# design 1

**Design 1: register map, names as in the netlist**

Bar = 10 um. Other sequential cells in the stronger gray, the rest of the logic in the fainter gray.
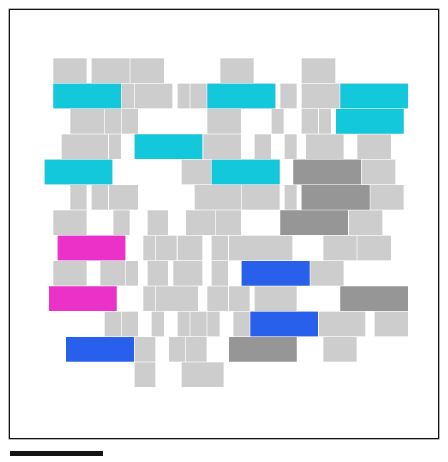

**config.mk**
```make
export PLATFORM = sky130hd
export DESIGN_NAME = serial_frame_tx
export DESIGN_NICKNAME = d
export VERILOG_FILES = /design/src/rtl/serial_frame_tx.sv
export SDC_FILE = /design/constraint.sdc
export NUM_CORES = 1
export LEC_CHECK = 0
export CAP_MARGIN = 20
export CORE_MARGIN = 3
export CORE_UTILIZATION = 45
export CTS_BUF_LIST = sky130_fd_sc_hd__clkbuf_8
export DETAILED_ROUTE_END_ITERATION = 10
export GPL_TIMING_DRIVEN = 1
export PLACE_DENSITY_LB_ADDON = 0.2
export SLEW_MARGIN = 20
export SYNTH_ARGS = -nofsm -noshare
export SYNTH_HDL_FRONTEND = slang
export SYNTH_SLANG_ARGS = --single-unit
```
**constraint.sdc**
```tcl
create_clock -name i_clk -period 3.48 [get_ports i_clk]
set_input_delay 1.044 -clock i_clk [delete_from_list [all_inputs] [get_ports i_clk]]
set_output_delay 1.044 -clock i_clk [all_outputs]
set_load 0.02 [all_outputs]
```
**src/rtl/serial_frame_tx.sv**
```systemverilog
// Parallel-to-serial framer: accepts a word on valid/ready and shifts it out one bit per clock,
// with sof/eof marking and GAP idle cycles after each frame. Define PARITY_BIT_EN to append an even-parity bit.
module serial_frame_tx #(
  parameter int DATA_W    = 8,
  parameter int LSB_FIRST = 1,
  parameter int GAP       = 1
) (
  input  logic              i_clk,
  input  logic              i_rst,
  input  logic [DATA_W-1:0] i_data,
  input  logic              i_valid,
  output logic              o_ready,
  output logic              o_x,
  output logic              o_bit_valid,
  output logic              o_sof,
  output logic              o_eof,
  output logic              o_busy
);

`ifdef PARITY_BIT_EN
  localparam int FRAME_LEN = DATA_W + 1;
`else
  localparam int FRAME_LEN = DATA_W;
`endif
  localparam int LAST  = FRAME_LEN - 1;
  localparam int CNT_W = (FRAME_LEN > 1) ? $clog2(FRAME_LEN) : 1;
  localparam int GAP_W = (GAP > 1) ? $clog2(GAP) : 1;
  localparam int GAP_LAST = (GAP > 0) ? GAP - 1 : 0;

  // Handshake: a word transfers on a rising edge where i_valid=1 and o_ready=1 (o_ready = state is IDLE).
  typedef enum logic [1:0] {S_IDLE, S_SHIFT, S_GAP} state_t;

  state_t                 r_state, w_state_nxt;
  logic [FRAME_LEN-1:0]   r_shift, w_shift_nxt;
  logic [CNT_W-1:0]       r_cnt, w_cnt_nxt;
  logic [GAP_W-1:0]       r_gap, w_gap_nxt;
  logic                   r_x, r_bv, r_sof, r_eof, r_busy;
  logic                   w_x, w_bv, w_sof, w_eof, w_busy;
  logic [FRAME_LEN-1:0]   w_frame;

  // The parity bit always follows the data bits, whichever end goes first.
`ifdef PARITY_BIT_EN
  assign w_frame = (LSB_FIRST != 0) ? {^i_data, i_data} : {i_data, ^i_data};
`else
  assign w_frame = i_data;
`endif

  always_comb begin
    w_state_nxt = r_state;
    w_shift_nxt = r_shift;
    w_cnt_nxt   = r_cnt;
    w_gap_nxt   = r_gap;
    w_x         = 1'b0;
    w_bv        = 1'b0;
    w_sof       = 1'b0;
    w_eof       = 1'b0;
    w_busy      = 1'b0;
    case (r_state)
      S_IDLE: begin
        if (i_valid) begin
          w_state_nxt = S_SHIFT;
          w_shift_nxt = (LSB_FIRST != 0) ? (w_frame >> 1) : (w_frame << 1);
          w_x         = (LSB_FIRST != 0) ? w_frame[0] : w_frame[FRAME_LEN-1];
          w_cnt_nxt   = '0;
          w_bv        = 1'b1;
          w_sof       = 1'b1;
          w_eof       = (FRAME_LEN == 1);
          w_busy      = 1'b1;
        end
      end
      S_SHIFT: begin
        if (r_cnt == CNT_W'(LAST)) begin
          if (GAP > 0) begin
            w_state_nxt = S_GAP;
            w_gap_nxt   = '0;
            w_busy      = 1'b1;
          end else begin
            w_state_nxt = S_IDLE;
          end
        end else begin
          w_cnt_nxt   = r_cnt + CNT_W'(1);
          w_x         = (LSB_FIRST != 0) ? r_shift[0] : r_shift[FRAME_LEN-1];
          w_shift_nxt = (LSB_FIRST != 0) ? (r_shift >> 1) : (r_shift << 1);
          w_bv        = 1'b1;
          w_eof       = (r_cnt == CNT_W'(LAST - 1));
          w_busy      = 1'b1;
        end
      end
      S_GAP: begin
        if (r_gap == GAP_W'(GAP_LAST)) begin
          w_state_nxt = S_IDLE;
        end else begin
          w_gap_nxt = r_gap + GAP_W'(1);
          w_busy    = 1'b1;
        end
      end
      default: w_state_nxt = S_IDLE;
    endcase
  end

  always_ff @(posedge i_clk) begin
    if (i_rst) begin
      r_state <= S_IDLE;
      r_shift <= '0;
      r_cnt   <= '0;
      r_gap   <= '0;
      r_x     <= 1'b0;
      r_bv    <= 1'b0;
      r_sof   <= 1'b0;
      r_eof   <= 1'b0;
      r_busy  <= 1'b0;
    end else begin
      r_state <= w_state_nxt;
      r_shift <= w_shift_nxt;
      r_cnt   <= w_cnt_nxt;
      r_gap   <= w_gap_nxt;
      r_x     <= w_x;
      r_bv    <= w_bv;
      r_sof   <= w_sof;
      r_eof   <= w_eof;
      r_busy  <= w_busy;
    end
  end

  assign o_ready     = (r_state == S_IDLE);
  assign o_x         = r_x;
  assign o_bit_valid = r_bv;
  assign o_sof       = r_sof;
  assign o_eof       = r_eof;
  assign o_busy      = r_busy;

endmodule
```
# design 2

## config.mk

```make
export PLATFORM = sky130hd
export DESIGN_NAME = alu_control_mc_flat
export DESIGN_NICKNAME = d
export VERILOG_FILES = /design/src/rtl/alu_control_mc_if.sv /design/src/rtl/alu_control_mc.sv /design/src/flat_wrapper.sv
export SDC_FILE = /design/constraint.sdc
export NUM_CORES = 1
export LEC_CHECK = 0
export CAP_MARGIN = 20
export CORE_MARGIN = 5
export CORE_UTILIZATION = 52
export DETAILED_ROUTE_END_ITERATION = 6
export PLACE_DENSITY = 0.82
export SETUP_SLACK_MARGIN = 0.5
export SLEW_MARGIN = 0
export SYNTH_ARGS = -nofsm -noshare
export SYNTH_HDL_FRONTEND = slang
export SYNTH_SLANG_ARGS = --single-unit
export TNS_END_PERCENT = 1
```

## constraint.sdc

```tcl
create_clock -name clk -period 3.39 [get_ports clk]
set_input_delay 0.678 -clock clk [delete_from_list [all_inputs] [get_ports clk]]
set_output_delay 0.678 -clock clk [all_outputs]
set_load 0.03 [all_outputs]
```

## src/rtl/alu_control_mc_if.sv

```systemverilog
// Request/response bundle between the main decoder and the ALU-control block,
// plus the side-band signals that launch the multiply/divide datapath.
interface alu_control_mc_if #(
  parameter int CTL_W = 4
);
  logic             in_valid;
  logic             in_ready;
  logic [1:0]       aluop;
  logic [5:0]       funct;
  logic             out_valid;
  logic             out_ready;
  logic [CTL_W-1:0] aluctl;
  logic             md_start;
  logic [1:0]       md_op;
  logic             busy;

  modport master (
    output in_valid, aluop, funct, out_ready,
    input  in_ready, out_valid, aluctl, md_start, md_op, busy
  );

  modport slave (
    input  in_valid, aluop, funct, out_ready,
    output in_ready, out_valid, aluctl, md_start, md_op, busy
  );
endinterface

```

## src/rtl/alu_control_mc.sv

```systemverilog
// ALU control decoder with valid/ready handshake; mult/div ops are sequenced
// over MD_CYCLES cycles and complete with the HI/LO writeback code.
module alu_control_mc #(
  parameter int CTL_W     = 4,
  parameter int MD_CYCLES = 32
) (
  input logic                clk,
  input logic                rst_n,
  alu_control_mc_if.slave    bus
);
  localparam int               CNT_W    = $clog2(MD_CYCLES);
  localparam logic [CNT_W-1:0] CNT_LOAD = CNT_W'(MD_CYCLES - 1);
  localparam logic [3:0]       CTL_HILO = 4'd8;

  typedef enum logic [1:0] {IDLE, MD_RUN, HOLD} state_t;

  state_t           state_q, state_d;
  logic [CTL_W-1:0] aluctl_q, aluctl_d;
  logic             out_valid_q, out_valid_d;
  logic             md_start_q, md_start_d;
  logic [1:0]       md_op_q, md_op_d;
  logic             busy_q, busy_d;
  logic [CNT_W-1:0] count_q, count_d;
  logic             accept;
  logic             is_md;

  function automatic logic [3:0] decode(input logic [1:0] op, input logic [5:0] fn);
    logic [3:0] code;
    code = 4'd0;
    case (op)
      2'b00: code = 4'd2;
      2'b01: code = 4'd6;
      2'b10: begin
        if (fn[5:4] == 2'b10) begin
          case (fn[3:0])
            4'd0:    code = 4'd2;
            4'd2:    code = 4'd6;
            4'd4:    code = 4'd0;
            4'd5:    code = 4'd1;
            4'd6:    code = 4'd13;
            4'd7:    code = 4'd12;
            4'd10:   code = 4'd7;
            4'd11:   code = 4'd15;
            default: code = 4'd0;
          endcase
        end
      end
      default: begin
        case (fn[2:0])
          3'b000:  code = 4'd2;
          3'b010:  code = 4'd7;
          3'b011:  code = 4'd15;
          3'b100:  code = 4'd0;
          3'b101:  code = 4'd1;
          3'b110:  code = 4'd13;
          3'b111:  code = 4'd14;
          default: code = 4'd0;
        endcase
      end
    endcase
    return code;
  endfunction

  // Ready in HOLD only when the held result is drained in the same cycle.
  assign bus.in_ready = (state_q == IDLE) || ((state_q == HOLD) && bus.out_ready);
  assign accept       = bus.in_valid && bus.in_ready;
  assign is_md        = (bus.aluop == 2'b10) && (bus.funct[5:2] == 4'b0110);

  always_comb begin
    // NOTE: every signal gets its default first so no path through this block infers a latch.
    state_d     = state_q;
    aluctl_d    = aluctl_q;
    out_valid_d = out_valid_q;
    md_start_d  = 1'b0;
    md_op_d     = md_op_q;
    busy_d      = busy_q;
    count_d     = count_q;

    case (state_q)
      MD_RUN: begin
        if (count_q == '0) begin
          state_d     = HOLD;
          aluctl_d    = CTL_W'(CTL_HILO);
          out_valid_d = 1'b1;
          busy_d      = 1'b0;
        end else begin
          count_d = count_q - CNT_W'(1);
        end
      end
      HOLD: begin
        if (bus.out_ready) begin
          state_d     = IDLE;
          out_valid_d = 1'b0;
        end
      end
      default: ;
    endcase

    // Acceptance is only possible from IDLE or a draining HOLD, so it overrides both.
    if (accept) begin
      if (is_md) begin
        state_d     = MD_RUN;
        out_valid_d = 1'b0;
        md_start_d  = 1'b1;
        md_op_d     = bus.funct[1:0];
        busy_d      = 1'b1;
        count_d     = CNT_LOAD;
      end else begin
        state_d     = HOLD;
        aluctl_d    = CTL_W'(decode(bus.aluop, bus.funct));
        out_valid_d = 1'b1;
      end
    end
  end

  always_ff @(posedge clk or negedge rst_n) begin
    if (!rst_n) begin
      state_q     <= IDLE;
      aluctl_q    <= '0;
      out_valid_q <= 1'b0;
      md_start_q  <= 1'b0;
      md_op_q     <= 2'b00;
      busy_q      <= 1'b0;
      count_q     <= '0;
    end else begin
      // NOTE: non-blocking assignments so every register samples pre-edge values.
      state_q     <= state_d;
      aluctl_q    <= aluctl_d;
      out_valid_q <= out_valid_d;
      md_start_q  <= md_start_d;
      md_op_q     <= md_op_d;
      busy_q      <= busy_d;
      count_q     <= count_d;
    end
  end

  assign bus.aluctl    = aluctl_q;
  assign bus.out_valid = out_valid_q;
  assign bus.md_start  = md_start_q;
  assign bus.md_op     = md_op_q;
  assign bus.busy      = busy_q;
endmodule

```

## src/flat_wrapper.sv

```systemverilog
// flat-port wrapper written by rule: the top's interface ports become plain ports
module alu_control_mc_flat 
#(
  parameter int CTL_W     = 4,
  parameter int MD_CYCLES = 32
)
  (clk, rst_n, bus_in_valid, bus_aluop, bus_funct, bus_out_ready, bus_in_ready, bus_out_valid, bus_aluctl, bus_md_start, bus_md_op, bus_busy);
  alu_control_mc_if #(.CTL_W(CTL_W)) bus_i ();
  input logic clk;
  input logic rst_n;
  input wire logic [$bits(bus_i.in_valid)-1:0] bus_in_valid;
  input wire logic [$bits(bus_i.aluop)-1:0] bus_aluop;
  input wire logic [$bits(bus_i.funct)-1:0] bus_funct;
  input wire logic [$bits(bus_i.out_ready)-1:0] bus_out_ready;
  output wire logic [$bits(bus_i.in_ready)-1:0] bus_in_ready;
  output wire logic [$bits(bus_i.out_valid)-1:0] bus_out_valid;
  output wire logic [$bits(bus_i.aluctl)-1:0] bus_aluctl;
  output wire logic [$bits(bus_i.md_start)-1:0] bus_md_start;
  output wire logic [$bits(bus_i.md_op)-1:0] bus_md_op;
  output wire logic [$bits(bus_i.busy)-1:0] bus_busy;
  assign bus_i.in_valid = bus_in_valid;
  assign bus_i.aluop = bus_aluop;
  assign bus_i.funct = bus_funct;
  assign bus_i.out_ready = bus_out_ready;
  assign bus_in_ready = bus_i.in_ready;
  assign bus_out_valid = bus_i.out_valid;
  assign bus_aluctl = bus_i.aluctl;
  assign bus_md_start = bus_i.md_start;
  assign bus_md_op = bus_i.md_op;
  assign bus_busy = bus_i.busy;
  alu_control_mc #(.CTL_W(CTL_W), .MD_CYCLES(MD_CYCLES)) u_core (.clk(clk), .rst_n(rst_n), .bus(bus_i));
endmodule
```


## Gallery

Routed metal per tile.
image #1
Bar = 20 um. The die is cut into 11 by 11 equal tiles; dark blue is low, red is high, scaled to the fullest tile. Values are wire area over tile area, all layers added.
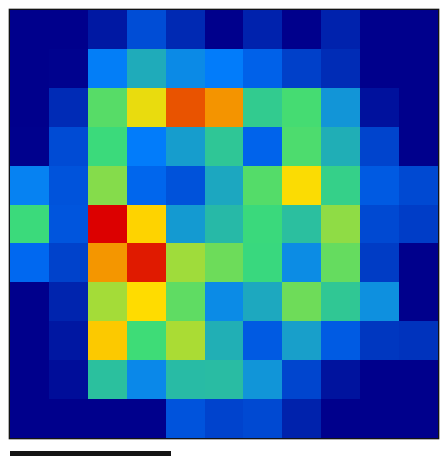
image #2
Bar = 10 um. The die is cut into 9 by 9 equal tiles; dark blue is low, red is high, scaled to the fullest tile. Values are wire area over tile area, all layers added.
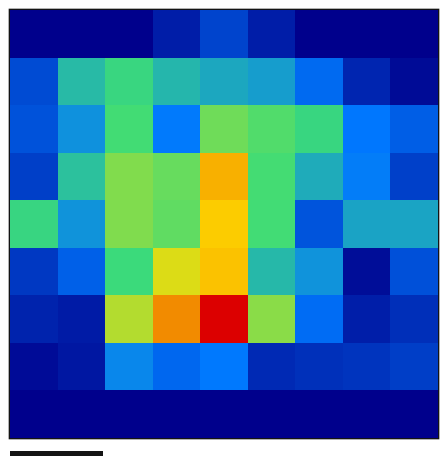
- image #2 = design 1
- image #1 = design 2
Of these, largest die: image #1

Key to image #1:
The mean over all tiles is 0.11. The fullest tile reaches 0.39. 20% of the tiles are over half the peak. 23% of the tiles are nearly empty.

**Design 2: cells colored by class**

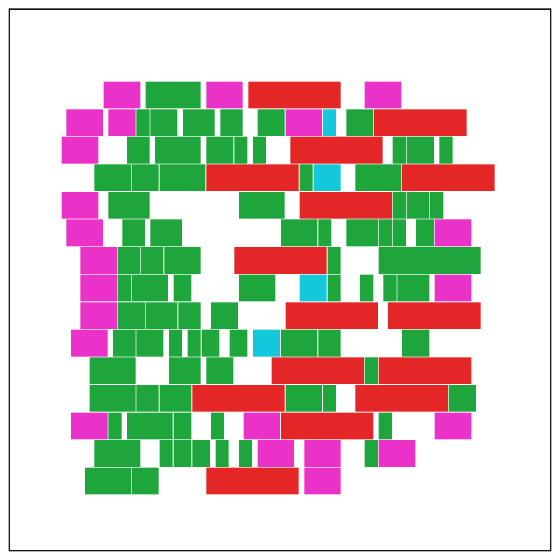
flip-flops: drawn in red, cells 15, share of their area 31%. clock drivers and dummy loads: drawn in cyan, cells 4, share of their area 2.2%. other buffers and delay cells: drawn in magenta, cells 22, share of their area 18%. all other logic: drawn in green, cells 83, share of their area 49%.
num rows: 15
finished layout cell area: 1240 um2

==> run_results.csv, design 2 <==
group,metric,value,unit
cells_and_area,logic_gate_count,73,
cells_and_area,area_growth,27.9,%
placement,dp.cells,145,
cells_and_area,seq_area_frac,0.302,
cells_and_area,largest-register,"u_core.count_q",
worst_setup_path,crit_chain,"clkdlybuf4s50_1 -> a21o_1 -> clkdlybuf4s50_1",
worst_setup_path,path_delay_family,"buffers and inverters",
sta,max_slew.worst_pin.slew,652,ps
worst_setup_path,crit_path_max_incr_delay,690,ps
sta,slew_violations,0,
cells_and_area,buffers,22,
clock_tree,root_buffer,"clkbuf_4",
pwr,p_int,407,uW
routing,avgRoutedWirePerCell,12.9,um
cells_and_area,comb_share,0.447,
yosys,synth_top_cell_by_area,"dfrtp_1",
worst_setup_path,reg2regPathDepth,6,
placement,gp_congestion,0.877,
worst_setup_path,startpoint,"bus_out_ready",
global_route,grt_use_met2,0.298,
outcome,status,"finished, final reports clean",
min_path,worstHoldPathType,"flip-flop to flip-flop",
pwr,power-top-group,"combinational logic",
**Design 1: cells colored by class**

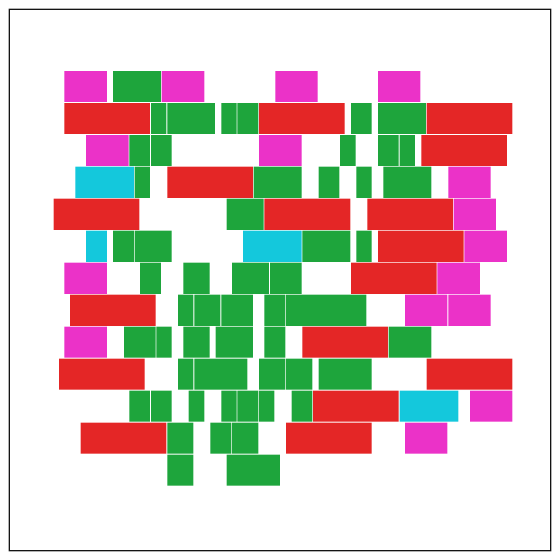
all other logic: drawn in green, cells 54, share of their area 40%. other buffers and delay cells: drawn in magenta, cells 16, share of their area 18%. flip-flops: drawn in red, cells 17, share of their area 37%. clock drivers and dummy loads: drawn in cyan, cells 4, share of their area 5.1%.
Util after Layout: 0.665
Seq/total area: 0.366
num rows: 13
finished layout cell area: 931 um2
CORE AREA: 1400 um2

Notes on 'register map, names as in the netlist' of design 1 above:
r_state: drawn in magenta, flops 2. r_cnt: drawn in blue, flops 3. r_shift: drawn in cyan, flops 7.
register area: 340 um2
Seq power: 216 uW

==> run_results.csv, design 1 <==
group,metric,value,unit
outcome,status,"finished, final reports clean",
pwr,vdd_drop_max,0.354,mV
clock_tree,clk_pin_slew,60,ps
yosys,yosysTopAreaCellShare,0.474,
clock_tree,worstSkewPairLatency,250,ps
routing,drtIter0Drc,13,
cells_and_area,fin_cells,106,
yosys,synth_async_sr_flop_share,0,
min_path,hold_end,"r_shift[6]",
worst_setup_path,start_kind,"flip-flop",
placement,dpl.hpwl,1020,um
cells_and_area,largestRegisters,"r_shift: 7 flops, r_cnt: 3 flops, r_state: 2 flops",
yosys,synth-edff-count,0,
cells_and_area,clkbuf_count,3,
routing,avgRoutedWirePerCell,14.1,um
cells_and_area,largest_cell_class,"sequential cells",
pwr,p_comb_frac,0.150,
global_route,grt_start_max_net_pins,18,
yosys,avgSynthCellArea,9.71,um2
worst_setup_path,path_delay_family,"buffers and inverters",
sta,max_slew.worst_pin.slew,577,ps
clock_tree,root_buffer,"clkbuf_8",
worst_setup_path,worst-path-max-fanout,14,
cells_and_area,logic_gate_count,47,
routing,wl_met2,634,um
pwr,power-top-group,"registers",
pwr,p_leak,0.358,nW
global_route,gr-usage-met3,0.0751,

# design 3

[src/rtl/cnt_readout_ctrl_if.sv]
// Counter-block read port plus the valid/ready readout stream of cnt_readout_ctrl.
// The master side is the sequencer; the slave side is the counter block and the consumer.
interface cnt_readout_ctrl_if;
  logic       req;
  logic [2:0] idx;
  logic       cnt_valid;
  logic [7:0] cnt_data;
  logic       rd_valid;
  logic       rd_ready;
  logic [7:0] rd_data;
  logic [2:0] rd_idx;

  modport master (
    output req, idx, rd_valid, rd_data, rd_idx,
    input  cnt_valid, cnt_data, rd_ready
  );

  modport slave (
    input  req, idx, rd_valid, rd_data, rd_idx,
    output cnt_valid, cnt_data, rd_ready
  );
endinterface

[src/rtl/cnt_readout_ctrl.sv]
// Sweeps counters 0..NUM_CNT-1 and streams each count with a running total; one REQ cycle and
// at least one PUSH cycle per count, stalls indefinitely on missing cnt_valid or rd_ready.
module cnt_readout_ctrl #(
  parameter int NUM_CNT = 5
) (
  input  logic                clk,
  input  logic                reset_L,
  input  logic                start,
  input  logic                IDLE,
  cnt_readout_ctrl_if.master  bus,
  output logic [10:0]         total,
  output logic                busy,
  output logic                done
);

  localparam logic [2:0] LAST_IDX = 3'(NUM_CNT - 1);

  typedef enum logic [1:0] {S_WAIT, S_REQ, S_PUSH, S_DONE} state_t;

  state_t      state;
  state_t      state_nxt;
  logic [2:0]  idx_q;
  logic [7:0]  rd_data_q;
  logic [2:0]  rd_idx_q;
  logic [10:0] total_q;
  logic        take;
  logic        hs;

  // The counter block only answers while the system is idle, so a valid outside IDLE is stale.
  assign take = (state == S_REQ) && bus.cnt_valid && IDLE;
  assign hs   = (state == S_PUSH) && bus.rd_ready;

  always_ff @(posedge clk or negedge reset_L) begin
    if (!reset_L) begin
      state <= S_WAIT;
    end else begin
      state <= state_nxt;
    end
  end

  always_comb begin
    state_nxt    = state;
    bus.req      = 1'b0;
    bus.rd_valid = 1'b0;
    busy         = 1'b1;
    done         = 1'b0;
    case (state)
      S_WAIT: begin
        busy = 1'b0;
        if (start) state_nxt = S_REQ;
      end
      S_REQ: begin
        bus.req = 1'b1;
        if (take) state_nxt = S_PUSH;
      end
      S_PUSH: begin
        bus.rd_valid = 1'b1;
        if (hs) state_nxt = (idx_q == LAST_IDX) ? S_DONE : S_REQ;
      end
      S_DONE: begin
        done      = 1'b1;
        state_nxt = S_WAIT;
      end
      default: state_nxt = S_WAIT;
    endcase
  end

  always_ff @(posedge clk or negedge reset_L) begin
    if (!reset_L) begin
      idx_q     <= 3'd0;
      rd_data_q <= 8'd0;
      rd_idx_q  <= 3'd0;
      total_q   <= 11'd0;
    end else begin
      if ((state == S_WAIT) && start) begin
        idx_q   <= 3'd0;
        total_q <= 11'd0;
      end
      if (take) begin
        rd_data_q <= bus.cnt_data;
        rd_idx_q  <= idx_q;
        total_q   <= total_q + {3'b000, bus.cnt_data};
      end
      // idx parks on the last counter after the final handshake until the next start.
      if (hs && (idx_q != LAST_IDX)) idx_q <= idx_q + 3'd1;
    end
  end

  assign bus.idx     = idx_q;
  assign bus.rd_data = rd_data_q;
  assign bus.rd_idx  = rd_idx_q;
  assign total       = total_q;

endmodule

[src/flat_wrapper.sv]
// flat-port wrapper written by rule: the top's interface ports become plain ports
module cnt_readout_ctrl_flat 
#(
  parameter int NUM_CNT = 5
)
  (clk, reset_L, start, IDLE, total, busy, done, bus_req, bus_idx, bus_rd_valid, bus_rd_data, bus_rd_idx, bus_cnt_valid, bus_cnt_data, bus_rd_ready);
  cnt_readout_ctrl_if bus_i ();
  input  logic clk;
  input  logic reset_L;
  input  logic start;
  input  logic IDLE;
  output logic [10:0] total;
  output logic busy;
  output logic done;
  output wire logic [$bits(bus_i.req)-1:0] bus_req;
  output wire logic [$bits(bus_i.idx)-1:0] bus_idx;
  output wire logic [$bits(bus_i.rd_valid)-1:0] bus_rd_valid;
  output wire logic [$bits(bus_i.rd_data)-1:0] bus_rd_data;
  output wire logic [$bits(bus_i.rd_idx)-1:0] bus_rd_idx;
  input wire logic [$bits(bus_i.cnt_valid)-1:0] bus_cnt_valid;
  input wire logic [$bits(bus_i.cnt_data)-1:0] bus_cnt_data;
  input wire logic [$bits(bus_i.rd_ready)-1:0] bus_rd_ready;
  assign bus_req = bus_i.req;
  assign bus_idx = bus_i.idx;
  assign bus_rd_valid = bus_i.rd_valid;
  assign bus_rd_data = bus_i.rd_data;
  assign bus_rd_idx = bus_i.rd_idx;
  assign bus_i.cnt_valid = bus_cnt_valid;
  assign bus_i.cnt_data = bus_cnt_data;
  assign bus_i.rd_ready = bus_rd_ready;
  cnt_readout_ctrl #(.NUM_CNT(NUM_CNT)) u_core (.clk(clk), .reset_L(reset_L), .start(start), .IDLE(IDLE), .bus(bus_i), .total(total), .busy(busy), .done(done));
endmodule
[config.mk]
export PLATFORM = sky130hd
export DESIGN_NAME = cnt_readout_ctrl_flat
export DESIGN_NICKNAME = d
export VERILOG_FILES = /design/src/rtl/cnt_readout_ctrl_if.sv /design/src/rtl/cnt_readout_ctrl.sv /design/src/flat_wrapper.sv
export SDC_FILE = /design/constraint.sdc
export NUM_CORES = 1
export LEC_CHECK = 0
export CAP_MARGIN = 0
export CORE_MARGIN = 5
export CORE_UTILIZATION = 50
export CTS_CLUSTER_SIZE = 28
export DETAILED_ROUTE_END_ITERATION = 6
export PLACE_DENSITY = 0.9
export REMOVE_ABC_BUFFERS = 1
export SYNTH_ARGS = -nofsm -noshare
export SYNTH_HDL_FRONTEND = slang
export SYNTH_SLANG_ARGS = --single-unit
[constraint.sdc]
create_clock -name clk -period 3.4 [get_ports clk]
set_clock_uncertainty 0.1 [all_clocks]
set_input_delay 0.51 -clock clk [delete_from_list [all_inputs] [get_ports clk]]
set_output_delay 0.51 -clock clk [all_outputs]
set_load 0.02 [all_outputs]
**Design 3: cells colored by class**

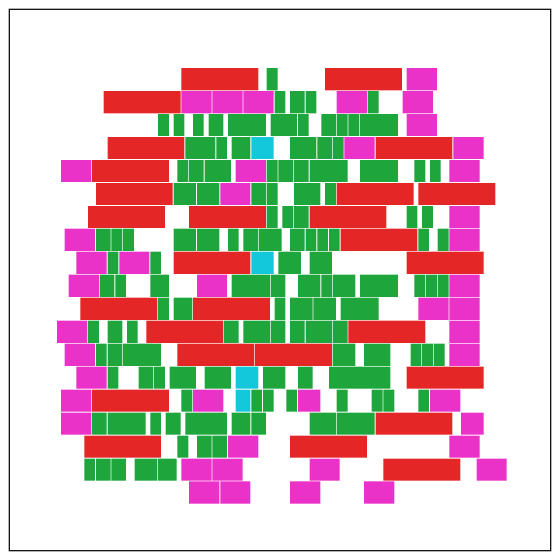
all other logic: drawn in green, cells 129, share of their area 40%. clock drivers and dummy loads: drawn in cyan, cells 4, share of their area 1.5%. other buffers and delay cells: drawn in magenta, cells 44, share of their area 23%. flip-flops: drawn in red, cells 27, share of their area 36%.

**Design 3: routed metal, one color a layer**

Bar = 20 um.
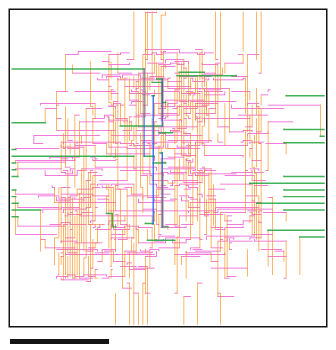
met3: drawn in green, wire length 227 um. met1: drawn in magenta, wire length 1480 um. met4: drawn in blue, wire length 68.0 um. met2: drawn in orange, wire length 1840 um.

==> run_results.csv <==
group,metric,value,unit
worst_setup_path,r2r-end,"u_core.total[8]",
clock_tree,hold_buffers,0,
cells_and_area,logic_gate_count,125,
pwr,seq_power,530,uW
job,maxCapViolCount,0,
outcome,status,"finished, final reports clean",
pwr,power_density,809,nW/um2
yosys,avgSynthCellArea,9.04,um2
sta,finalSetupViolations,0,
routing,drc_errors,0,
pwr,switching_power,678,uW
placement,dpl_cell_area,1910,um2
sta,slew_headroom,0.623,
global_route,antenna_found_initial,0,
cells_and_area,comb_share,0.383,
clock_tree,post_cts_resized,0,
clock_tree,root_buffer,"clkbuf_4",
pwr,p_leak,0.884,nW

Power is estimated from default activity; no workload was simulated.
